=== block 1 ===
block_1/final_placement.png
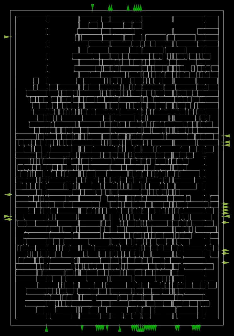

===== src/rtl/countdown_timer.sv =====
// rtl/countdown_timer.sv - MM:SS countdown timer with key front end, BCD load clamp and flashing expiry
//
// Purpose: the user loads seconds, then minutes, from SW. A key starts and stops the countdown,
// and LEDR flash once the time reaches 00:00.
// Optional feature macro: TIMER_AUTO_RELOAD_EN. When it is defined, toggle in FLASH reloads the preset.
//
// Ports:
//   CLOCK_50    in   1   system clock
//   reset       in   1   asynchronous active-low reset; its release is synchronised inside
//   settimer_n  in   1   set key, active-low, asynchronous to the clock
//   toggle_n    in   1   start/stop key, active-low, asynchronous to the clock
//   SW          in   8   BCD load value {tens, ones}
//   LEDR        out  10  state code, or the flash pattern while expired
//   HEX0..HEX3  out  7   active-low segments {g..a}: sec ones, sec tens, min ones, min tens
module countdown_timer #(
  parameter int CLK_HZ    = 50_000_000,
  parameter int FLASH_DIV = 12_500_000,
  parameter int DEBOUNCE  = 16
) (
  input  logic       CLOCK_50,
  input  logic       reset,
  input  logic       settimer_n,
  input  logic       toggle_n,
  input  logic [7:0] SW,
  output logic [9:0] LEDR,
  output logic [6:0] HEX0,
  output logic [6:0] HEX1,
  output logic [6:0] HEX2,
  output logic [6:0] HEX3
);

  localparam int PW = (CLK_HZ > 1) ? $clog2(CLK_HZ) : 1;
  localparam int FW = (FLASH_DIV > 1) ? $clog2(FLASH_DIV) : 1;
  localparam int DW = $clog2(DEBOUNCE + 1);
  localparam logic [PW-1:0] PS_LAST = PW'(CLK_HZ - 1);
  localparam logic [FW-1:0] FL_LAST = FW'(FLASH_DIV - 1);
  localparam logic [DW-1:0] DB_LAST = DW'(DEBOUNCE - 1);

  typedef enum logic [2:0] {
    SET_SEC = 3'd0,
    SET_MIN = 3'd1,
    STOPPED = 3'd2,
    RUNNING = 3'd3,
    FLASH   = 3'd4
  } state_t;

  // Assert asynchronously, release on a clock edge.
  logic [1:0] rst_pipe;
  logic       rst_n;

  always_ff @(posedge CLOCK_50 or negedge reset) begin
    if (!reset) rst_pipe <= 2'b00;
    else        rst_pipe <= {rst_pipe[0], 1'b1};
  end
  assign rst_n = rst_pipe[1];

  // Key front end. Index 0 is the set key and index 1 is the toggle key.
  logic [1:0]         key_raw, key_s1, key_s2, key_f, key_p;
  logic [1:0][DW-1:0] db_cnt;
  logic               set_p, tog_p;

  assign key_raw = {toggle_n, settimer_n};

  always_ff @(posedge CLOCK_50 or negedge rst_n) begin
    if (!rst_n) begin
      key_s1 <= 2'b11;
      key_s2 <= 2'b11;
      key_f  <= 2'b11;
      key_p  <= 2'b00;
      db_cnt <= '0;
    end else begin
      key_s1 <= key_raw;
      key_s2 <= key_s1;
      for (int k = 0; k < 2; k++) begin
        key_p[k] <= 1'b0;
        // The filtered level follows only after DEBOUNCE consecutive disagreeing samples.
        if (key_s2[k] == key_f[k]) begin
          db_cnt[k] <= '0;
        end else if (db_cnt[k] == DB_LAST) begin
          db_cnt[k] <= '0;
          key_f[k]  <= key_s2[k];
          key_p[k]  <= ~key_s2[k];
        end else begin
          db_cnt[k] <= db_cnt[k] + DW'(1);
        end
      end
    end
  end

  assign set_p = key_p[0];
  assign tog_p = key_p[1];

  // Clamp the load value. Seconds tens saturates at 5, and every other digit saturates at 9.
  logic [3:0] sw_hi, sw_lo, ld_sec_t;
  assign sw_hi    = (SW[7:4] > 4'd9) ? 4'd9 : SW[7:4];
  assign sw_lo    = (SW[3:0] > 4'd9) ? 4'd9 : SW[3:0];
  assign ld_sec_t = (SW[7:4] > 4'd5) ? 4'd5 : SW[7:4];

  state_t         state;
  logic [15:0]    tm;          // {min tens, min ones, sec tens, sec ones}, BCD
  logic [PW-1:0]  presc;
  logic [FW-1:0]  flash_cnt;
  logic           phase;
`ifdef TIMER_AUTO_RELOAD_EN
  logic [15:0]    preset;
`endif

  // BCD decrement with the borrow chain sec ones -> sec tens (0->5) -> min ones -> min tens.
  logic [15:0] dec;
  always_comb begin
    dec = tm;
    if (tm[3:0] != 4'd0) begin
      dec[3:0] = tm[3:0] - 4'd1;
    end else begin
      dec[3:0] = 4'd9;
      if (tm[7:4] != 4'd0) begin
        dec[7:4] = tm[7:4] - 4'd1;
      end else begin
        dec[7:4] = 4'd5;
        if (tm[11:8] != 4'd0) begin
          dec[11:8] = tm[11:8] - 4'd1;
        end else begin
          dec[11:8]  = 4'd9;
          dec[15:12] = tm[15:12] - 4'd1;
        end
      end
    end
  end

  // Digits to display. The set states show the clamped SW value live in the field being loaded.
  logic [15:0] disp;
  always_comb begin
    case (state)
      SET_SEC: disp = {tm[15:8], ld_sec_t, sw_lo};
      SET_MIN: disp = {sw_hi, sw_lo, tm[7:0]};
      FLASH:   disp = 16'h0000;
      default: disp = tm;
    endcase
  end

  function automatic logic [6:0] seg7(input logic [3:0] d);
    case (d)
      4'd0:    seg7 = 7'b1000000;
      4'd1:    seg7 = 7'b1111001;
      4'd2:    seg7 = 7'b0100100;
      4'd3:    seg7 = 7'b0110000;
      4'd4:    seg7 = 7'b0011001;
      4'd5:    seg7 = 7'b0010010;
      4'd6:    seg7 = 7'b0000010;
      4'd7:    seg7 = 7'b1111000;
      4'd8:    seg7 = 7'b0000000;
      4'd9:    seg7 = 7'b0010000;
      default: seg7 = 7'b1111111;
    endcase
  endfunction

  always_ff @(posedge CLOCK_50 or negedge rst_n) begin
    if (!rst_n) begin
      state     <= SET_SEC;
      tm        <= 16'h0000;
      presc     <= '0;
      flash_cnt <= '0;
      phase     <= 1'b0;
`ifdef TIMER_AUTO_RELOAD_EN
      preset    <= 16'h0000;
`endif
      LEDR      <= 10'd0;
      HEX0      <= 7'b1000000;
      HEX1      <= 7'b1000000;
      HEX2      <= 7'b1000000;
      HEX3      <= 7'b1000000;
    end else begin
      // The outputs follow the current registers, so they lag a state or count change by one cycle.
      LEDR <= (state == FLASH) ? {10{phase}} : {7'b0, state};
      HEX0 <= seg7(disp[3:0]);
      HEX1 <= seg7(disp[7:4]);
      HEX2 <= seg7(disp[11:8]);
      HEX3 <= seg7(disp[15:12]);

      case (state)
        SET_SEC: begin
          if (set_p) begin
            tm[7:0] <= {ld_sec_t, sw_lo};
            state   <= SET_MIN;
          end
        end
        SET_MIN: begin
          if (set_p) begin
            tm[15:8] <= {sw_hi, sw_lo};
`ifdef TIMER_AUTO_RELOAD_EN
            preset   <= {sw_hi, sw_lo, tm[7:0]};
`endif
            state    <= STOPPED;
          end
        end
        STOPPED: begin
          if (tog_p) begin
            presc <= '0;
            if (tm == 16'h0000) begin
              state     <= FLASH;
              flash_cnt <= '0;
              phase     <= 1'b0;
            end else begin
              state <= RUNNING;
            end
          end else if (set_p) begin
            state <= SET_SEC;
          end
        end
        RUNNING: begin
          // A stop request beats a coincident tick, and the prescaler holds its value.
          if (tog_p) begin
            state <= STOPPED;
          end else if (presc == PS_LAST) begin
            presc <= '0;
            tm    <= dec;
            if (tm == 16'h0001) begin
              state     <= FLASH;
              flash_cnt <= '0;
              phase     <= 1'b0;
            end
          end else begin
            presc <= presc + PW'(1);
          end
        end
        FLASH: begin
          if (flash_cnt == FL_LAST) begin
            flash_cnt <= '0;
            phase     <= ~phase;
          end else begin
            flash_cnt <= flash_cnt + FW'(1);
          end
          if (set_p) begin
            state <= SET_SEC;
          end
`ifdef TIMER_AUTO_RELOAD_EN
          else if (tog_p && preset != 16'h0000) begin
            tm    <= preset;
            presc <= '0;
            state <= RUNNING;
          end
`endif
        end
        default: state <= SET_SEC;
      endcase
    end
  end

endmodule


===== config.mk =====
export PLATFORM = sky130hd
export DESIGN_NAME = countdown_timer
export DESIGN_NICKNAME = d
export VERILOG_FILES = /design/src/rtl/countdown_timer.sv
export SDC_FILE = /design/constraint.sdc
export NUM_CORES = 1
export LEC_CHECK = 0
export ABC_CLOCK_PERIOD_IN_PS = 5900
export CORE_ASPECT_RATIO = 1.5
export CORE_MARGIN = 2
export CORE_UTILIZATION = 56
export CTS_CLUSTER_DIAMETER = 150
export DETAILED_ROUTE_END_ITERATION = 10
export PLACE_DENSITY = 0.82
export SYNTH_ARGS = -nofsm -noshare
export SYNTH_HDL_FRONTEND = slang
export SYNTH_SLANG_ARGS = --single-unit

===== constraint.sdc =====
create_clock -name CLOCK_50 -period 5.9 [get_ports CLOCK_50]
set_input_delay 0.59 -clock CLOCK_50 [delete_from_list [all_inputs] [get_ports CLOCK_50]]
set_output_delay 0.59 -clock CLOCK_50 [all_outputs]
set_load 0.03 [all_outputs]

=== block 2 ===
### config.mk
export PLATFORM = sky130hd
export DESIGN_NAME = student_circuit_gen_flat
export DESIGN_NICKNAME = d
export VERILOG_FILES = /design/src/rtl/student_circuit_gen_if.sv /design/src/rtl/student_circuit_gen.sv /design/src/flat_wrapper.sv
export SDC_FILE = /design/constraint.sdc
export NUM_CORES = 1
export LEC_CHECK = 0
export CORE_MARGIN = 2
export CORE_UTILIZATION = 40
export DETAILED_ROUTE_END_ITERATION = 8
export GPL_TIMING_DRIVEN = 1
export HOLD_SLACK_MARGIN = 0.02
export SYNTH_ARGS = -nofsm -noshare
export SYNTH_HDL_FRONTEND = slang
export SYNTH_SLANG_ARGS = --single-unit
### constraint.sdc
create_clock -name clk -period 2 [get_ports clk]
set_clock_uncertainty 0.05 [all_clocks]
set_input_delay 0.4 -clock clk [delete_from_list [all_inputs] [get_ports clk]]
set_output_delay 0.4 -clock clk [all_outputs]
set_load 0.005 [all_outputs]
### src/rtl/student_circuit_gen_if.sv
// Bus between the input driver and the output display for student_circuit_gen.
// The master drives the control and data inputs. The slave returns the registered results.
interface student_circuit_gen_if #(
    parameter int WIDTH = 8
);
    logic             en;
    logic [1:0]       mode;
    logic [WIDTH-1:0] cct_input;
    logic [WIDTH-1:0] cct_output;
    logic             ovf;

    modport master (
        output en,
        output mode,
        output cct_input,
        input  cct_output,
        input  ovf
    );

    modport slave (
        input  en,
        input  mode,
        input  cct_input,
        output cct_output,
        output ovf
    );
endinterface

### src/rtl/student_circuit_gen.sv
// Mode-selectable registered datapath with four modes: register, delay line, accumulator and running maximum.
// Changing the mode flushes all state. The new mode's behaviour starts on the following edge.
module student_circuit_gen #(
    parameter int WIDTH = 8,
    parameter int DEPTH = 4
) (
    input  logic                  clk,
    input  logic                  clear,
    student_circuit_gen_if.slave  bus
);

    localparam logic [1:0] MODE_REG   = 2'd0;
    localparam logic [1:0] MODE_DELAY = 2'd1;
    localparam logic [1:0] MODE_ACC   = 2'd2;
    localparam logic [1:0] MODE_MAX   = 2'd3;

    logic [WIDTH-1:0] out_q, out_d;
    logic [WIDTH-1:0] stage_q [0:DEPTH-2];
    logic [WIDTH-1:0] stage_d [0:DEPTH-2];
    logic [1:0]       mode_q, mode_d;
    logic             ovf_q, ovf_d;
    logic [WIDTH:0]   sum_s;

    assign sum_s = {1'b0, out_q} + {1'b0, bus.cct_input};

    // Next-state selection: mode flush, then hold or per-mode update.
    always_comb begin
        out_d   = out_q;
        stage_d = stage_q;
        mode_d  = mode_q;
        ovf_d   = ovf_q;
        if (bus.mode != mode_q) begin
            mode_d = bus.mode;
            out_d  = {WIDTH{1'b0}};
            ovf_d  = 1'b0;
            for (int k = 0; k < DEPTH - 1; k++) begin
                stage_d[k] = {WIDTH{1'b0}};
            end
        end else if (bus.en) begin
            case (mode_q)
                MODE_REG: begin
                    out_d = bus.cct_input;
                end
                MODE_DELAY: begin
                    stage_d[0] = bus.cct_input;
                    for (int k = 1; k < DEPTH - 1; k++) begin
                        stage_d[k] = stage_q[k-1];
                    end
                    out_d = stage_q[DEPTH-2];
                end
                MODE_ACC: begin
                    out_d = sum_s[WIDTH-1:0];
                    if (sum_s[WIDTH]) begin
                        ovf_d = 1'b1;
                    end else begin
                        ovf_d = ovf_q;
                    end
                end
                MODE_MAX: begin
                    if (bus.cct_input > out_q) begin
                        out_d = bus.cct_input;
                    end else begin
                        out_d = out_q;
                    end
                end
                default: begin
                    out_d = out_q;
                end
            endcase
        end else begin
            out_d = out_q;
        end
    end

    // State registers with synchronous clear, which takes priority over everything else.
    always_ff @(posedge clk) begin
        if (clear) begin
            out_q  <= {WIDTH{1'b0}};
            mode_q <= MODE_REG;
            ovf_q  <= 1'b0;
            for (int k = 0; k < DEPTH - 1; k++) begin
                stage_q[k] <= {WIDTH{1'b0}};
            end
        end else begin
            out_q   <= out_d;
            mode_q  <= mode_d;
            ovf_q   <= ovf_d;
            stage_q <= stage_d;
        end
    end

    assign bus.cct_output = out_q;
    assign bus.ovf        = ovf_q;

endmodule

### src/flat_wrapper.sv
// flat-port wrapper written by rule: the top's interface ports become plain ports
module student_circuit_gen_flat 
#(
    parameter int WIDTH = 8,
    parameter int DEPTH = 4
)
  (clk, clear, bus_en, bus_mode, bus_cct_input, bus_cct_output, bus_ovf);
  student_circuit_gen_if #(.WIDTH(WIDTH)) bus_i ();
  input  logic clk;
  input  logic clear;
  input wire logic [$bits(bus_i.en)-1:0] bus_en;
  input wire logic [$bits(bus_i.mode)-1:0] bus_mode;
  input wire logic [$bits(bus_i.cct_input)-1:0] bus_cct_input;
  output wire logic [$bits(bus_i.cct_output)-1:0] bus_cct_output;
  output wire logic [$bits(bus_i.ovf)-1:0] bus_ovf;
  assign bus_i.en = bus_en;
  assign bus_i.mode = bus_mode;
  assign bus_i.cct_input = bus_cct_input;
  assign bus_cct_output = bus_i.cct_output;
  assign bus_ovf = bus_i.ovf;
  student_circuit_gen #(.WIDTH(WIDTH), .DEPTH(DEPTH)) u_core (.clk(clk), .clear(clear), .bus(bus_i));
endmodule
block_1/met2.png
Drawn at 3 px/micron. Cells faint in the background.
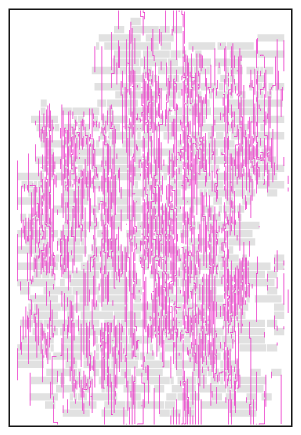
The wires run mostly vertical. The layer holds 54% of the routed length.
Vias: 5926
met2 usage: 45.02%
WL final: 15.97 mm

## Picture notes: block_1/final_placement.png
core area: 11890 sq um
Flops: 122
number of tapcells: 153
non-filler instance count after layout: 924

==> flow_summary.toml, block 1 <==
# physical design summary
[outcome]
status = "completed"

[worst_setup_path]
crit_chain = "nand3b_1 -> a21oi_1 -> nor2_1 -> nor2_1"
critPathBufInv = 0
cp-end-kind = "register"

[cts]
clkSlewWorstSetupHoldPaths_ps = 60
cts-resized-gates = 0

[finish]
logic_gates = 529

[placement]
dpl.hpwl_mm = 10.87
place_area_sq_um = 7264

[synth]
netlist.top_cell.by_area = "dfrtp_1"

[timing]
worst_pin_slew_ps = 1078
setup_viol = 0

[global_route]
gr-usage-met3_pct = 4.741
gr-usage-all-layers_pct = 25.49

[route]
met3WireLength_microns = 689

[pwr]
power_leader = "clock"
block_2/met2.png
Drawn at 4 px/micron. Cells faint in the background.
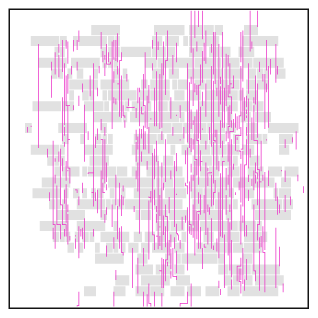
The wires run mostly vertical. The longest straight run is 35.7 microns. The layer carries 2360 microns of wire.
met2 usage: 29.50%
Vias: 1847
WL final: 5.207 mm

block_2/metal_stack.png
Drawn at 4 px/micron. Only two layers are drawn.
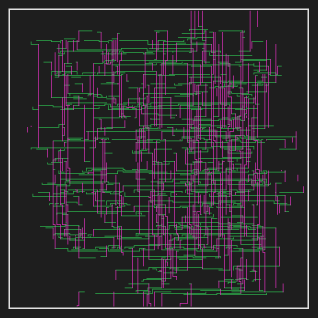
Green stands for met1, wire length 2550 microns. Magenta stands for met2, wire length 2360 microns.
drt wl/cell: 14.04 microns
GRT Total Usage: 20.18%

==> flow_summary.toml, block 2 <==
# physical design summary
[finish]
seq_share_pct = 24.68
final_cell_mix = "nand2_1, buf_4, dfxtp_1, a21oi_1, clkdlybuf4s50_1"
seqCellArea_sq_um = 706.9
n_antenna_cell = 0
area_dominant_class = "multi-input combinational cells"
layout_top_cell = "nand2_1"
clkbuf_count = 6
max_flop_register = "u_core.stage_q"
logic_gates = 178

[cts]
ctsLongestPathBuffers = 2
cts_made_buffers = 5

[pwr]
comb_power_mw = 0.332
ir_worst_vdd_v = 0.0003992
clockPowerShare_pct = 33.4
finalPower_mw = 1.567
seqPwrFrac_pct = 45.4

[synth]
synth_area_per_cell_sq_um = 8.089
netlist.top_cell.by_area = "dfxtp_1"
synthArstFlopShare_pct = 0
syn_inst = 245
synth_sequential_area_ratio_pct = 35.35

[route]
met3WireLength_microns = 253
met1_length_mm = 2.550

[die]
tap_cells = 67
chipWidth_microns = 74.39

[timing]
setup_viol = 0
whs_ps = 398.3
grt_setup_unrepaired = "yes"

[outcome]
status = "completed"

[worst_setup_path]
worstRegToRegCells = 8
worstSetupEndpoint = "u_core.bus.cct_output[6]"
critPathArrivalTime_ps = 2080

[global_route]
met1_usage_pct = 29.21

[placement]
place_area_sq_um = 2537

=== block 3 ===
block_3/zoom.png
Region (13, 13) to (53, 53) microns. Cells in gray, sequential cells in the stronger gray; small squares are vias.
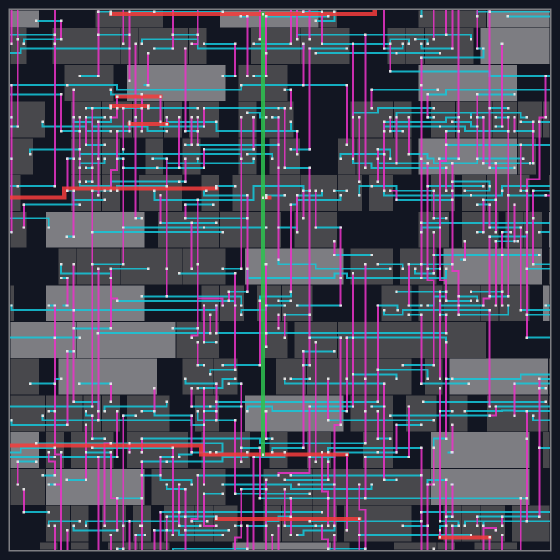

===== config.mk =====
export PLATFORM = sky130hd
export DESIGN_NAME = uart_rx
export DESIGN_NICKNAME = d
export VERILOG_FILES = /design/src/rtl/uart_rx.sv
export SDC_FILE = /design/constraint.sdc
export NUM_CORES = 1
export LEC_CHECK = 0
export CAP_MARGIN = 5
export CORE_MARGIN = 1
export CORE_UTILIZATION = 50
export CTS_CLUSTER_DIAMETER = 60
export CTS_CLUSTER_SIZE = 24
export DETAILED_ROUTE_END_ITERATION = 16
export PLACE_DENSITY_LB_ADDON = 0.3
export SYNTH_ARGS = -nofsm -noshare
export SYNTH_HDL_FRONTEND = slang
export SYNTH_SLANG_ARGS = --single-unit

===== constraint.sdc =====
create_clock -name clk -period 3.7 [get_ports clk]
set_clock_uncertainty 0.2 [all_clocks]
set_input_delay 0.925 -clock clk [delete_from_list [all_inputs] [get_ports clk]]
set_output_delay 0.925 -clock clk [all_outputs]
set_load 0.01 [all_outputs]

===== src/rtl/uart_rx.sv =====
// rtl/uart_rx.sv - 8N1 UART receiver with 3-sample majority voting and break handling
module uart_rx #(
    parameter int bps    = 5208,
    parameter int DATA_W = 8
) (
    input  logic              clk,
    input  logic              rst_n,
    input  logic              rx_uart,
    output logic [DATA_W-1:0] dout,
    output logic              dout_vld,
    output logic              frame_err,
    output logic              busy
);
    localparam int CW = $clog2(bps);
    localparam logic [CW-1:0] CNT_MAX = CW'(bps - 1);
    localparam logic [CW-1:0] SMP_A   = CW'(bps / 2 - 2);
    localparam logic [CW-1:0] SMP_B   = CW'(bps / 2 - 1);
    localparam logic [CW-1:0] SMP_C   = CW'(bps / 2);

    typedef enum logic [2:0] {IDLE, START, DATA, STOP, BRK_WAIT} state_t;

    state_t            state;
    state_t            state_nxt;
    logic              rx_s0;
    logic              rx_s1;
    logic              rx_s2;
    logic [1:0]        settle;
    logic [CW-1:0]     cnt_clk;
    logic [3:0]        cnt_bit;
    logic              smp_a;
    logic              smp_b;
    logic [DATA_W-1:0] shift;
    logic              start_det;
    logic              end_cnt;
    logic              decide;
    logic              bit_val;
    logic [2:0]        bit_idx;

    // The sync chain resets to all-ones; edge detection waits until the chain
    // holds real line samples so a line low at reset release is not a start.
    assign start_det = (settle == 2'd3) && rx_s2 && !rx_s1;
    assign end_cnt   = (cnt_clk == CNT_MAX);
    assign decide    = (cnt_clk == SMP_C);
    assign bit_val   = (smp_a & smp_b) | (smp_a & rx_s1) | (smp_b & rx_s1);
    assign bit_idx   = 3'(cnt_bit - 4'd1);
    assign busy      = (state != IDLE);

    always_ff @(posedge clk) begin
        if (!rst_n) begin
            state     <= IDLE;
            rx_s0     <= 1'b1;
            rx_s1     <= 1'b1;
            rx_s2     <= 1'b1;
            settle    <= 2'd0;
            cnt_clk   <= '0;
            cnt_bit   <= 4'd0;
            smp_a     <= 1'b0;
            smp_b     <= 1'b0;
            shift     <= '0;
            dout      <= '0;
            dout_vld  <= 1'b0;
            frame_err <= 1'b0;
        end else begin
            state <= state_nxt;
            rx_s0 <= rx_uart;
            rx_s1 <= rx_s0;
            rx_s2 <= rx_s1;
            if (settle != 2'd3) begin
                settle <= settle + 2'd1;
            end

            if (state == IDLE || state == BRK_WAIT) begin
                cnt_clk <= '0;
                cnt_bit <= 4'd0;
            end else if (end_cnt) begin
                cnt_clk <= '0;
                cnt_bit <= cnt_bit + 4'd1;
            end else begin
                cnt_clk <= cnt_clk + CW'(1);
            end

            if (cnt_clk == SMP_A) begin
                smp_a <= rx_s1;
            end
            if (cnt_clk == SMP_B) begin
                smp_b <= rx_s1;
            end

            if (state == DATA && decide && cnt_bit != 4'd0) begin
                shift[bit_idx] <= bit_val;
            end

            dout_vld  <= (state == STOP) && decide && bit_val;
            frame_err <= (state == STOP) && decide && !bit_val;
            if (state == STOP && decide && bit_val) begin
                dout <= shift;
            end
        end
    end

    always_comb begin
        state_nxt = state;
        case (state)
            IDLE:     if (start_det) state_nxt = START;
            START:    if (decide) state_nxt = bit_val ? IDLE : DATA;
            DATA:     if (end_cnt && cnt_bit == 4'd8) state_nxt = STOP;
            STOP:     if (decide) state_nxt = bit_val ? IDLE : BRK_WAIT;
            BRK_WAIT: if (rx_s1) state_nxt = IDLE;
            default:  state_nxt = IDLE;
        endcase
    end
endmodule


=== block 4 ===
### config.mk
export PLATFORM = sky130hd
export DESIGN_NAME = pattern_window_counter
export DESIGN_NICKNAME = d
export VERILOG_FILES = /design/src/rtl/pwc_pkg.sv /design/src/rtl/pwc_report_slot.sv /design/src/rtl/pattern_window_counter.sv
export SDC_FILE = /design/constraint.sdc
export NUM_CORES = 1
export LEC_CHECK = 0
export ABC_AREA = 1
export CORE_UTILIZATION = 59
export DETAILED_ROUTE_END_ITERATION = 8
export HOLD_SLACK_MARGIN = 0.05
export PLACE_DENSITY = 0.83
export SLEW_MARGIN = 10
export SYNTH_ARGS = -nofsm -noshare
export SYNTH_HDL_FRONTEND = slang
export SYNTH_HIERARCHICAL = 1
export SYNTH_SLANG_ARGS = --single-unit
### constraint.sdc
create_clock -name clk -period 2.05 [get_ports clk]
set_clock_uncertainty 0.15 [all_clocks]
set_input_delay 0.3075 -clock clk [delete_from_list [all_inputs] [get_ports clk]]
set_output_delay 0.3075 -clock clk [all_outputs]
set_load 0.01 [all_outputs]
### src/rtl/pwc_pkg.sv
// Shared definitions for the pattern window counter.
// Holds the report-slot FSM state encoding and the default window geometry
// used by pattern_window_counter and pwc_report_slot.
package pwc_pkg;

  localparam int unsigned PWC_WINDOW_LEN_DEFAULT = 16;
  localparam int unsigned PWC_CNT_W_DEFAULT      = 8;
  localparam int unsigned PWC_SEQ_W              = 8;

  typedef enum logic {
    S_EMPTY = 1'b0,
    S_FULL  = 1'b1
  } pwc_state_t;

endpackage

### src/rtl/pwc_report_slot.sv
// Single-entry report holding register with its EMPTY/FULL FSM.
//   clk          : clock, all logic on posedge
//   reset        : synchronous, active-low
//   load         : a window has just closed; load_count/load_seq describe it
//   load_count   : pattern count of the closing window
//   load_seq     : sequence number of the closing window
//   report_ready : consumer accepts the held report when report_valid is high
//   report_valid : a report is held (registered, straight from the FSM state)
//   report_count : held pattern count
//   report_seq   : held window sequence number
//   overrun      : sticky; a closed window arrived while the slot was full
//                  and not being drained, and was dropped
module pwc_report_slot
  import pwc_pkg::*;
#(
  parameter int unsigned CNT_W = PWC_CNT_W_DEFAULT
) (
  input  logic                 clk,
  input  logic                 reset,
  input  logic                 load,
  input  logic [CNT_W-1:0]     load_count,
  input  logic [PWC_SEQ_W-1:0] load_seq,
  input  logic                 report_ready,
  output logic                 report_valid,
  output logic [CNT_W-1:0]     report_count,
  output logic [PWC_SEQ_W-1:0] report_seq,
  output logic                 overrun
);

  pwc_state_t state, state_nxt;
  logic       take;
  logic       drop;

  always_comb begin
    state_nxt = state;
    take      = 1'b0;
    drop      = 1'b0;
    case (state)
      S_EMPTY: begin
        if (load) begin
          state_nxt = S_FULL;
          take      = 1'b1;
        end
      end
      S_FULL: begin
        if (load) begin
          // Slot stays full: either the held report is consumed this cycle
          // and replaced, or the new one is dropped.
          state_nxt = S_FULL;
          if (report_ready) take = 1'b1;
          else              drop = 1'b1;
        end else if (report_ready) begin
          state_nxt = S_EMPTY;
        end
      end
      default: state_nxt = S_EMPTY;
    endcase
  end

  always_ff @(posedge clk) begin
    if (!reset) begin
      state        <= S_EMPTY;
      report_count <= '0;
      report_seq   <= '0;
      overrun      <= 1'b0;
    end else begin
      state <= state_nxt;
      if (take) begin
        report_count <= load_count;
        report_seq   <= load_seq;
      end
      if (drop) overrun <= 1'b1;
    end
  end

  assign report_valid = (state == S_FULL);

endmodule

### src/rtl/pattern_window_counter.sv
// Counts pattern-detector pulses over fixed windows of WINDOW_LEN vehicles
// and hands each window's count to a consumer through a one-entry slot.
//   clk          : clock, all logic on posedge
//   reset        : synchronous, active-low
//   valid_in     : vehicle strobe
//   pattern_flag : pattern pulse, one cycle after the completing valid_in
//   report_valid : window report held and available
//   report_ready : consumer accepts report when high with report_valid
//   report_count : pattern count of the reported window (CNT_W bits)
//   report_seq   : window sequence number, wraps 255->0
//   overrun      : sticky; a completed window report was dropped
// Build option: define PWC_SATURATE_EN to saturate the window count at
// 2^CNT_W-1 instead of wrapping.
module pattern_window_counter
  import pwc_pkg::*;
#(
  parameter int unsigned WINDOW_LEN = PWC_WINDOW_LEN_DEFAULT,
  parameter int unsigned CNT_W      = PWC_CNT_W_DEFAULT
) (
  input  logic                 clk,
  input  logic                 reset,
  input  logic                 valid_in,
  input  logic                 pattern_flag,
  output logic                 report_valid,
  input  logic                 report_ready,
  output logic [CNT_W-1:0]     report_count,
  output logic [PWC_SEQ_W-1:0] report_seq,
  output logic                 overrun
);

  localparam logic [7:0] LAST_VEH = 8'(WINDOW_LEN - 1);

  logic [7:0]           veh_cnt;
  logic                 close_pend;
  logic [CNT_W-1:0]     win_cnt;
  logic [CNT_W-1:0]     win_inc;
  logic [CNT_W-1:0]     close_count;
  logic [PWC_SEQ_W-1:0] win_idx;

  always_comb begin
`ifdef PWC_SATURATE_EN
    win_inc = (win_cnt == '1) ? win_cnt : win_cnt + CNT_W'(1);
`else
    win_inc = win_cnt + CNT_W'(1);
`endif
  end

  // The pulse for the last vehicle lands in the close_pend cycle, so it is
  // folded into the report here rather than into win_cnt.
  assign close_count = pattern_flag ? win_inc : win_cnt;

  always_ff @(posedge clk) begin
    if (!reset) begin
      veh_cnt    <= '0;
      close_pend <= 1'b0;
      win_cnt    <= '0;
      win_idx    <= '0;
    end else begin
      close_pend <= 1'b0;
      // veh_cnt is already 0 during close_pend, so a strobe there naturally
      // becomes vehicle 1 of the next window.
      if (valid_in) begin
        if (veh_cnt == LAST_VEH) begin
          veh_cnt    <= '0;
          close_pend <= 1'b1;
        end else begin
          veh_cnt <= veh_cnt + 8'd1;
        end
      end
      if (close_pend) begin
        win_cnt <= '0;
        win_idx <= win_idx + PWC_SEQ_W'(1);
      end else if (pattern_flag) begin
        win_cnt <= win_inc;
      end
    end
  end

  pwc_report_slot #(
    .CNT_W(CNT_W)
  ) u_slot (
    .clk          (clk),
    .reset        (reset),
    .load         (close_pend),
    .load_count   (close_count),
    .load_seq     (win_idx),
    .report_ready (report_ready),
    .report_valid (report_valid),
    .report_count (report_count),
    .report_seq   (report_seq),
    .overrun      (overrun)
  );

endmodule

=== block 5 ===
==> src/rtl/apb_pkg.sv <==
// apb_pkg: state encoding and default bus widths shared by the
// round-robin APB master (apb_rr_master) and its arbiter.
package apb_pkg;

    localparam int APB_ADDR_WIDTH = 32;
    localparam int APB_DATA_WIDTH = 32;

    // APB transfer phases; psel/penable are decoded from these directly.
    typedef enum logic [1:0] {
        IDLE   = 2'b00,
        SETUP  = 2'b01,
        ACCESS = 2'b10
    } apb_state_t;

endpackage

==> src/rtl/apb_rr_arb.sv <==
// apb_rr_arb: combinational N_REQ round-robin arbiter. The search starts
// one past last_grant (wrapping) so the most recent winner has lowest priority.
module apb_rr_arb #(
    parameter int N_REQ = 2,
    parameter int IDX_W = $clog2(N_REQ)
) (
    input  logic [N_REQ-1:0] req,
    input  logic [IDX_W-1:0] last_grant,
    input  logic             enable,
    output logic [N_REQ-1:0] grant,
    output logic [IDX_W-1:0] grant_idx
);

    logic             found_s;
    logic [IDX_W-1:0] cand_s;

    // Rotating priority search: the first valid requester after last_grant wins.
    always_comb begin
        grant     = '0;
        grant_idx = '0;
        found_s   = 1'b0;
        cand_s    = '0;
        for (int off = 1; off <= N_REQ; off++) begin
            cand_s = IDX_W'((int'(last_grant) + off) % N_REQ);
            if (enable && !found_s && req[cand_s]) begin
                found_s       = 1'b1;
                grant[cand_s] = 1'b1;
                grant_idx     = cand_s;
            end else begin
                found_s = found_s;
            end
        end
    end

endmodule

==> src/rtl/apb_rr_master.sv <==
// apb_rr_master: round-robin APB master sharing one APB slave between N_REQ
// requesters. Optional ACCESS-phase timeout enabled by defining APB_TIMEOUT_EN;
// without it rsp_err is tied low and ACCESS waits for pready indefinitely.
module apb_rr_master
    import apb_pkg::*;
#(
    parameter int N_REQ      = 2,
    parameter int ADDR_WIDTH = APB_ADDR_WIDTH,
    parameter int DATA_WIDTH = APB_DATA_WIDTH,
    parameter int TIMEOUT    = 16
) (
    input  logic                        pclk,
    input  logic                        presetn,
    input  logic [N_REQ-1:0]            req_valid,
    input  logic [N_REQ-1:0]            req_write,
    input  logic [N_REQ*ADDR_WIDTH-1:0] req_addr,
    input  logic [N_REQ*DATA_WIDTH-1:0] req_wdata,
    output logic [N_REQ-1:0]            req_ready,
    output logic [N_REQ-1:0]            rsp_valid,
    output logic [DATA_WIDTH-1:0]       rsp_rdata,
    output logic                        rsp_err,
    output logic                        psel,
    output logic                        penable,
    output logic                        pwrite,
    output logic [ADDR_WIDTH-1:0]       paddr,
    output logic [DATA_WIDTH-1:0]       pwdata,
    input  logic [DATA_WIDTH-1:0]       prdata,
    input  logic                        pready
);

    localparam int IDX_W = $clog2(N_REQ);

    if (N_REQ < 2 || N_REQ > 8 || TIMEOUT < 1) begin : g_param_check
        $error("apb_rr_master: N_REQ must be 2..8 and TIMEOUT at least 1");
    end

    apb_state_t            state_q, state_d;
    // Index of the requester owning the current transfer; doubles as the
    // round-robin pointer since both are updated on every grant.
    logic [IDX_W-1:0]      last_grant_q, last_grant_d;
    logic                  pwrite_q, pwrite_d;
    logic [ADDR_WIDTH-1:0] paddr_q, paddr_d;
    logic [DATA_WIDTH-1:0] pwdata_q, pwdata_d;
    logic [N_REQ-1:0]      rsp_valid_q, rsp_valid_d;
    logic [DATA_WIDTH-1:0] rsp_rdata_q, rsp_rdata_d;

    logic [N_REQ-1:0]      arb_grant_s;
    logic [IDX_W-1:0]      arb_idx_s;
    logic                  arb_en_s;

`ifdef APB_TIMEOUT_EN
    localparam int TMO_W = $clog2(TIMEOUT + 1);
    logic [TMO_W-1:0]      tmo_cnt_q, tmo_cnt_d;
    logic                  rsp_err_q, rsp_err_d;
`endif

    // Requesters are only offered a grant while the bus is idle.
    assign arb_en_s = (state_q == IDLE);

    apb_rr_arb #(
        .N_REQ (N_REQ),
        .IDX_W (IDX_W)
    ) u_arb (
        .req        (req_valid),
        .last_grant (last_grant_q),
        .enable     (arb_en_s),
        .grant      (arb_grant_s),
        .grant_idx  (arb_idx_s)
    );

    // Next-state logic: grant/latch in IDLE, one SETUP cycle, wait in ACCESS.
    always_comb begin
        state_d      = state_q;
        last_grant_d = last_grant_q;
        pwrite_d     = pwrite_q;
        paddr_d      = paddr_q;
        pwdata_d     = pwdata_q;
        rsp_valid_d  = '0;
        rsp_rdata_d  = rsp_rdata_q;
`ifdef APB_TIMEOUT_EN
        tmo_cnt_d    = tmo_cnt_q;
        rsp_err_d    = 1'b0;
`endif
        case (state_q)
            IDLE: begin
                if (|req_valid) begin
                    state_d      = SETUP;
                    last_grant_d = arb_idx_s;
                    pwrite_d     = req_write[arb_idx_s];
                    paddr_d      = req_addr[int'(arb_idx_s)*ADDR_WIDTH +: ADDR_WIDTH];
                    pwdata_d     = req_wdata[int'(arb_idx_s)*DATA_WIDTH +: DATA_WIDTH];
                end else begin
                    state_d = IDLE;
                end
            end
            SETUP: begin
                state_d = ACCESS;
`ifdef APB_TIMEOUT_EN
                tmo_cnt_d = '0;
`endif
            end
            ACCESS: begin
                // pready is checked first so it wins on the last allowed cycle.
                if (pready) begin
                    state_d                   = IDLE;
                    rsp_valid_d[last_grant_q] = 1'b1;
                    if (!pwrite_q) begin
                        rsp_rdata_d = prdata;
                    end else begin
                        rsp_rdata_d = rsp_rdata_q;
                    end
                end
`ifdef APB_TIMEOUT_EN
                else if (tmo_cnt_q == TMO_W'(TIMEOUT - 1)) begin
                    state_d                   = IDLE;
                    rsp_valid_d[last_grant_q] = 1'b1;
                    rsp_rdata_d               = '0;
                    rsp_err_d                 = 1'b1;
                end else begin
                    tmo_cnt_d = tmo_cnt_q + TMO_W'(1);
                end
`else
                else begin
                    state_d = ACCESS;
                end
`endif
            end
            default: begin
                state_d = IDLE;
            end
        endcase
    end

    // State and output registers; reset aborts any in-flight transfer.
    always_ff @(posedge pclk or negedge presetn) begin
        if (!presetn) begin
            state_q      <= IDLE;
            last_grant_q <= IDX_W'(N_REQ - 1);
            pwrite_q     <= 1'b0;
            paddr_q      <= '0;
            pwdata_q     <= '0;
            rsp_valid_q  <= '0;
            rsp_rdata_q  <= '0;
`ifdef APB_TIMEOUT_EN
            tmo_cnt_q    <= '0;
            rsp_err_q    <= 1'b0;
`endif
        end else begin
            state_q      <= state_d;
            last_grant_q <= last_grant_d;
            pwrite_q     <= pwrite_d;
            paddr_q      <= paddr_d;
            pwdata_q     <= pwdata_d;
            rsp_valid_q  <= rsp_valid_d;
            rsp_rdata_q  <= rsp_rdata_d;
`ifdef APB_TIMEOUT_EN
            tmo_cnt_q    <= tmo_cnt_d;
            rsp_err_q    <= rsp_err_d;
`endif
        end
    end

    assign req_ready = arb_grant_s;
    assign psel      = (state_q == SETUP) || (state_q == ACCESS);
    assign penable   = (state_q == ACCESS);
    assign pwrite    = pwrite_q;
    assign paddr     = paddr_q;
    assign pwdata    = pwdata_q;
    assign rsp_valid = rsp_valid_q;
    assign rsp_rdata = rsp_rdata_q;
`ifdef APB_TIMEOUT_EN
    assign rsp_err   = rsp_err_q;
`else
    assign rsp_err   = 1'b0;
`endif

endmodule

==> config.mk <==
export PLATFORM = sky130hd
export DESIGN_NAME = apb_rr_master
export DESIGN_NICKNAME = d
export VERILOG_FILES = /design/src/rtl/apb_pkg.sv /design/src/rtl/apb_rr_arb.sv /design/src/rtl/apb_rr_master.sv
export SDC_FILE = /design/constraint.sdc
export NUM_CORES = 1
export LEC_CHECK = 0
export CORE_UTILIZATION = 36
export CTS_BUF_LIST = sky130_fd_sc_hd__clkbuf_8
export CTS_CLUSTER_DIAMETER = 150
export DETAILED_ROUTE_END_ITERATION = 6
export PLACE_DENSITY = 0.8
export SYNTH_ARGS = -nofsm -noshare
export SYNTH_HDL_FRONTEND = slang
export SYNTH_SLANG_ARGS = --single-unit
==> constraint.sdc <==
create_clock -name pclk -period 1.5 [get_ports pclk]
set_input_delay 0.375 -clock pclk [delete_from_list [all_inputs] [get_ports pclk]]
set_output_delay 0.375 -clock pclk [all_outputs]
set_load 0.1 [all_outputs]
block_5/pins.png
Drawn at 4 px/micron. Pins as bars across the die edge, other pins in gray.
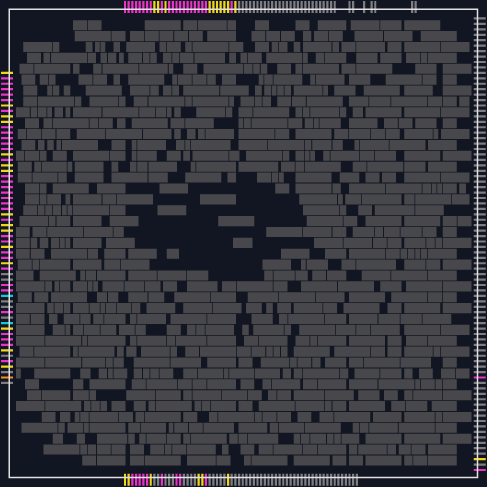
Magenta stands for req_wdata, pins 64, direction input, edge 32 left, 21 top, 9 bottom, 2 right. Orange stands for rsp_err, pins 1, direction output, edge left. Yellow stands for pwdata, pins 32, direction output, edge 15 left, 10 top, 6 bottom, 1 right. Cyan stands for req_valid, pins 2, direction input, edge left.
All pins by edge: 84 right, 65 top, 64 bottom, 58 left.
die width: 116.7 microns
chip height: 116.7 microns
buffers added on ports: 269

block_5/metal_stack.png
Drawn at 3 px/micron. Only two layers are drawn.
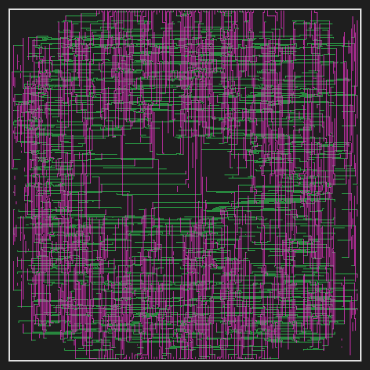
Magenta stands for met2, wire length 11800 microns. Green stands for met1, wire length 9010 microns.
GRT Total Usage: 32.63%
Vias: 5484

==> flow_summary.toml, block 5 <==
# physical design summary
[finish]
sh_comb_area_pct = 23.89
seqCellArea_sq_um = 2555
nFillCells = 669
nets = 944
clk_share_pct = 1.778
area_dominant_class = "non-clock buffers"
nonClockInverterCount = 3
area_delta_synth_final_pct = 120.0
flop-count = 102
logic_area_sq_um = 2489
nonClkBufAreaFrac_pct = 47.63
final_cell_mix = "clkdlybuf4s50_1, buf_12, dfrtp_1, o21ai_0, a31oi_1"
n_antenna_cell = 0

[die]
chipArea_sq_um = 13620
core_area_sq_um = 12720
tap_cells = 172
fp_util_pct = 37.22

[min_path]
hold_class = "in -> async"

[global_route]
grt_start_max_net_pins = 40
grt_use_met2_pct = 54.87
first_global_vias = 5630
grt-ovfl-total = 0

[route]
dr.pass1.iters = 5
top_layer = "met4"
antenna_left = 0
avgViaCountPerCell = 5.767
drt_iter0_markers = 465
met3WireLength_mm = 2.186
drc = 0

[timing]
clock.fmax_mhz = 525.9
drv_slew = 0
skew_ps = 13.51
setup_ws_ps = -401.4
fin_setup_tns_ps = -26680
setup_viol = 101

[job]
max_cap_violations = 0

[worst_setup_path]
crit_path_start_kind = "register"
slowest_stage = "dfrtp_1"
worstRegToRegCells = 10
critPathBufInv = 3
critPathTopFamily = "flip-flops"
crit_type = "reg -> out"
cp_max_fo = 3

[synth]
netlist.top_cell.by_area = "dfrtp_1"
synthTopCellsByCount = "dfrtp_1, nor2_1, a31oi_1, nand3_1, o21ai_0"
synth-main-ff-cell = "dfrtp_1"
edf_count = 0
synthTopCellsByArea = "dfrtp_1, mux2_4, a31oi_1, nand3_1, o21ai_0"
syn_inst = 465
synth-compound-area-share_pct = 15.93
syn_area_sq_um = 4736
ys_sh_simple_pct = 13.21

[cts]
hold_buffers = 1
post_cts_buffers = 23
cts-resized-gates = 80
ctsLongestPathBuffers = 2
cts.sinks = 102
clkSlewWorstSetupHoldPaths_ps = 110

[outcome]
failed_checks = "setup timing"
status = "finished with violations"

[placement]
place.gp.congestion = 0.8378
dpl.hpwl_mm = 13.04
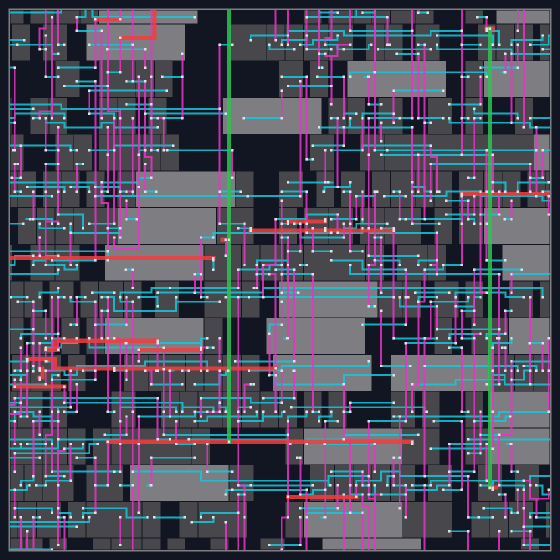
block_4/zoom.png
Region (10, 10) to (50, 50) microns. Cells in gray, sequential cells in the stronger gray; small squares are vias.
Green stands for met4. Cyan stands for met1. Magenta stands for met2. Red stands for met3.
180 logic cells have their middle in the window. Netlist names of flops here include u_slot/report_count (5), win_idx (5), u_slot/report_seq (2). Most frequent: nand2_1 (41), inv_1 (28), nor2_1 (28). Sequential cells in the window: 18.

==> flow_summary.toml, block 4 <==
# physical design summary
[outcome]
status = "completed"

[worst_setup_path]
reg2reg_slack_ps = 560
r2r-end = "u_slot/report_count[4]"
cp-end-kind = "output pin"
cp_data_required_time_ps = 1590
cp_num_cells = 1
r2r-start = "win_cnt[0]"
crit_chain = "clkdlybuf4s50_1"
critPathArrivalTime_ps = 1320
critPathBufInv = 1
worstSetupEndpoint = "report_valid"
cp_slowest_stage_delay_ps = 560

[route]
met3WireLength_microns = 175
avgViaCountPerCell = 4.931
dr.pass1.iters = 4
met1_length_mm = 1.695

[finish]
clkbuf_count = 6
sh_comb_area_pct = 38.22
clk_share_pct = 3.773
drive_gt1_share_pct = 6.908
n_all_buffers = 26
postLayoutCoreUtil_pct = 73.16
layout_top_cell = "nand2_1"
final_cell_mix = "nand2_1, inv_1, dfxtp_1, nor2_1, a21oi_1"
nonClockInverterCount = 43

[cts]
ctsLongestPathBuffers = 2
clock-root-buffer = "clkbuf_4"
cts.sinks = 43
hold_buffers = 0
clkSlewWorstSetupHoldPaths_ps = 120
clkLatencyLatePin_ps = 350

[synth]
netlist.top_cell.by_area = "dfxtp_1"
syn_area_sq_um = 2004
ys_sh_adder_pct = 1.873
xor_share_pct = 1.685
top_area_share_pct = 42.95
edf_count = 0
ys.flops = 43
synth-main-ff-cell = "dfxtp_1"
synth_sequential_area_ratio_pct = 42.95
synthArstFlopShare_pct = 0

[placement]
place.gp.congestion = 0.8131
place_area_sq_um = 2202
placed_cells = 340

[die]
fp_util_pct = 64.08
io_pins = 23
tap_cells = 44

[timing]
drv_slew = 0
period_minus_slack_ps = 1779
setup_viol = 0
whs_ps = 308.9

[global_route]
grt_start_max_net_pins = 34
first_global_vias = 1383
gr-usage-all-layers_pct = 20.90
grt_busiest_layer = "met2"
block_3/met2.png
Drawn at 6 px/micron. Cells faint in the background.
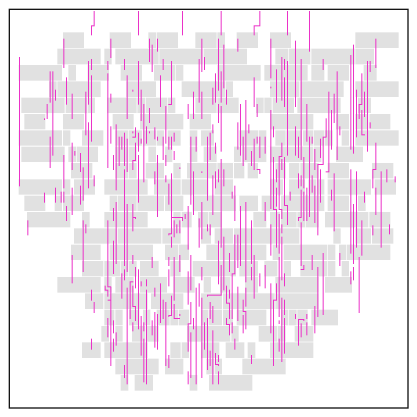
207 nets have wire on it. The layer carries 1640 microns of wire. The wires run mostly vertical. The longest straight run is 21.4 microns. The layer holds 45% of the routed length.
Vias: 1555
met2 usage: 29.85%
WL final: 3.665 mm

About block_3/zoom.png:
Green stands for met4. Magenta stands for met2. Red stands for met3. Cyan stands for met1.
Sequential cells in the window: 16. Most frequent: dfxtp_1 (16), nor2_1 (15), nand2_1 (12). 129 logic cells have their middle in the window. Netlist names of flops here include cnt_clk (6), cnt_bit (4), state (3).

==> flow_summary.toml, block 3 <==
# physical design summary
[synth]
syn_area_sq_um = 2062
synthArstFlopShare_pct = 0
synth_area_per_cell_sq_um = 9.205
synthTopCellsByArea = "dfxtp_1, mux2i_1, nand2_1, xnor2_1, nor2_1"
yosysCellCount = 224
ys_warn_count = 0
ys_sh_simple_pct = 28.03
top_area_share_pct = 43.69
netlist.top_cell.by_area = "dfxtp_1"
synth-compound-area-share_pct = 3.337

[finish]
n_all_buffers = 14
max_flop_register = "cnt_clk"
fin_cells = 285
flop-count = 45
clk_share_pct = 5.131
final_cell_mix = "dfxtp_1, nand2_1, nor2_1, mux2i_1, clkdlybuf4s50_1"
nonClockInverterCount = 10
seqCellArea_sq_um = 900.9
drive_gt1_share_pct = 5.907
nonClkBufAreaFrac_pct = 5.879
postLayoutCoreUtil_pct = 61.63
seq_share_pct = 38.48

[worst_setup_path]
crit_chain = "or3_1 -> clkdlybuf4s50_1"
slowest_stage = "clkdlybuf4s50_1"
cp_slowest_stage_delay_ps = 480
worstRegToRegCells = 5
cp_data_required_time_ps = 2570

[job]
warnings = 30

[route]
drt_iter0_markers = 143
drc = 0

[placement]
place_area_sq_um = 2221
dpl.hpwl_mm = 2.605
portBuffers = 13
place.gp.congestion = 0.7670

[cts]
cts_tree = "yes"
clock-root-buffer = "clkbuf_8"
cts.sinks = 45
cts_made_buffers = 5

[outcome]
status = "completed"

[global_route]
gr-usage-all-layers_pct = 19.55
grt_start_max_net_pins = 31
antenna_found_initial = 0

[die]
core_area_sq_um = 3799
io_pins = 14
rows = 22

[timing]
setup_ws_ps = 992.4

==> notes/layouts.md <==
Pictures saved along the way, in no particular order.

Cell placement.
picture 1
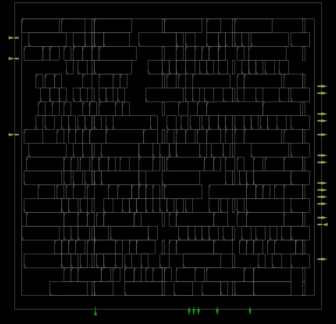
picture 2
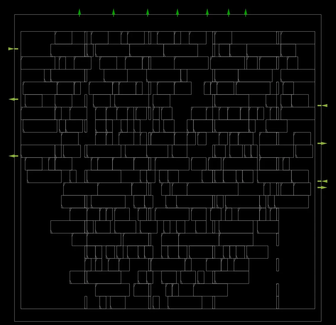
picture 3
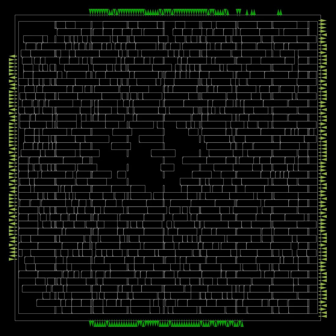
- lowest utilization: picture 2
- fewest cells: picture 2
- block 4 = picture 1
- block 3 = picture 2
- block 5 = picture 3



==> notes/layouts.md <==
Pictures saved along the way, in no particular order.

Wiring by layer.
panel A
Drawn at 6 px/micron. Only two layers are drawn.
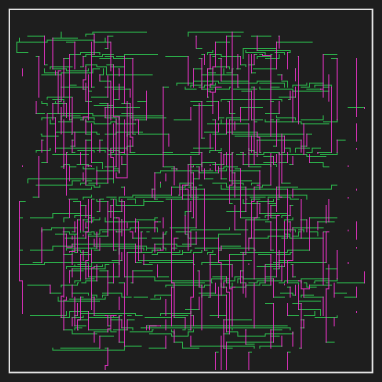
panel B
Drawn at 3 px/micron. Only two layers are drawn.
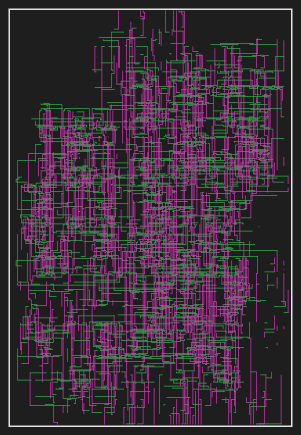
panel C
Drawn at 6 px/micron. Only two layers are drawn.
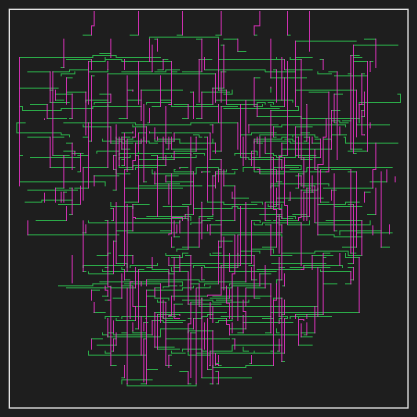
Panel C comes from block 3.
Panel B comes from block 1.
Panel A comes from block 4.

Key to panel A:
Green stands for met1, wire length 1700 microns. Magenta stands for met2, wire length 1420 microns.


==> screenshots <==
Zoomed window.
shot_01.png
Region (27, 49) to (67, 89) microns. Cells in gray, sequential cells in the stronger gray; small squares are vias.
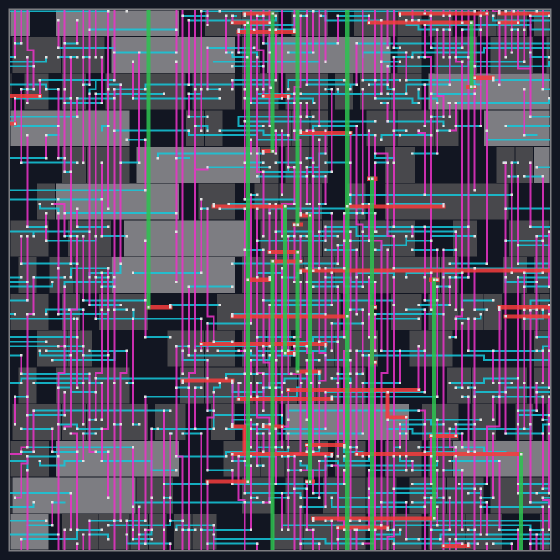
shot_02.png
Region (38, 38) to (78, 78) microns. Cells in gray, sequential cells in the stronger gray; small squares are vias.
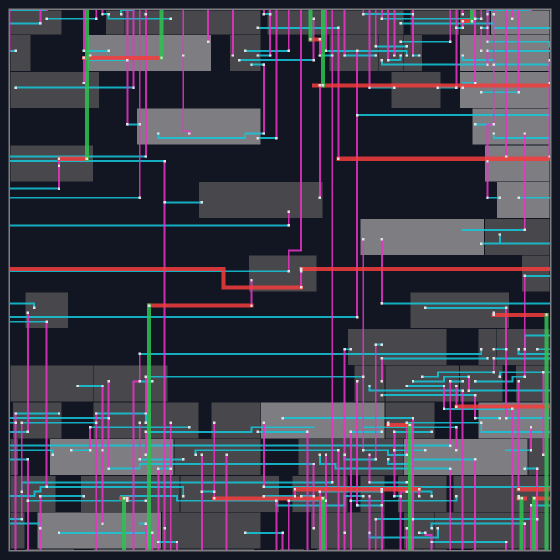
shot_03.png
Region (17, 17) to (57, 57) microns. Cells in gray, sequential cells in the stronger gray; small squares are vias.
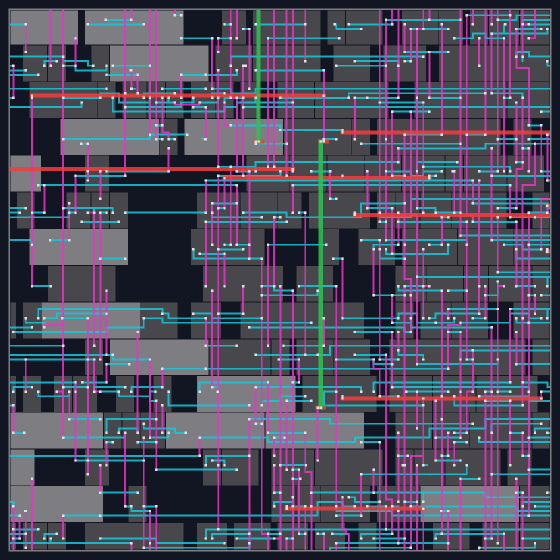
shot_03.png: block 2
shot_02.png: block 5
shot_01.png: block 1

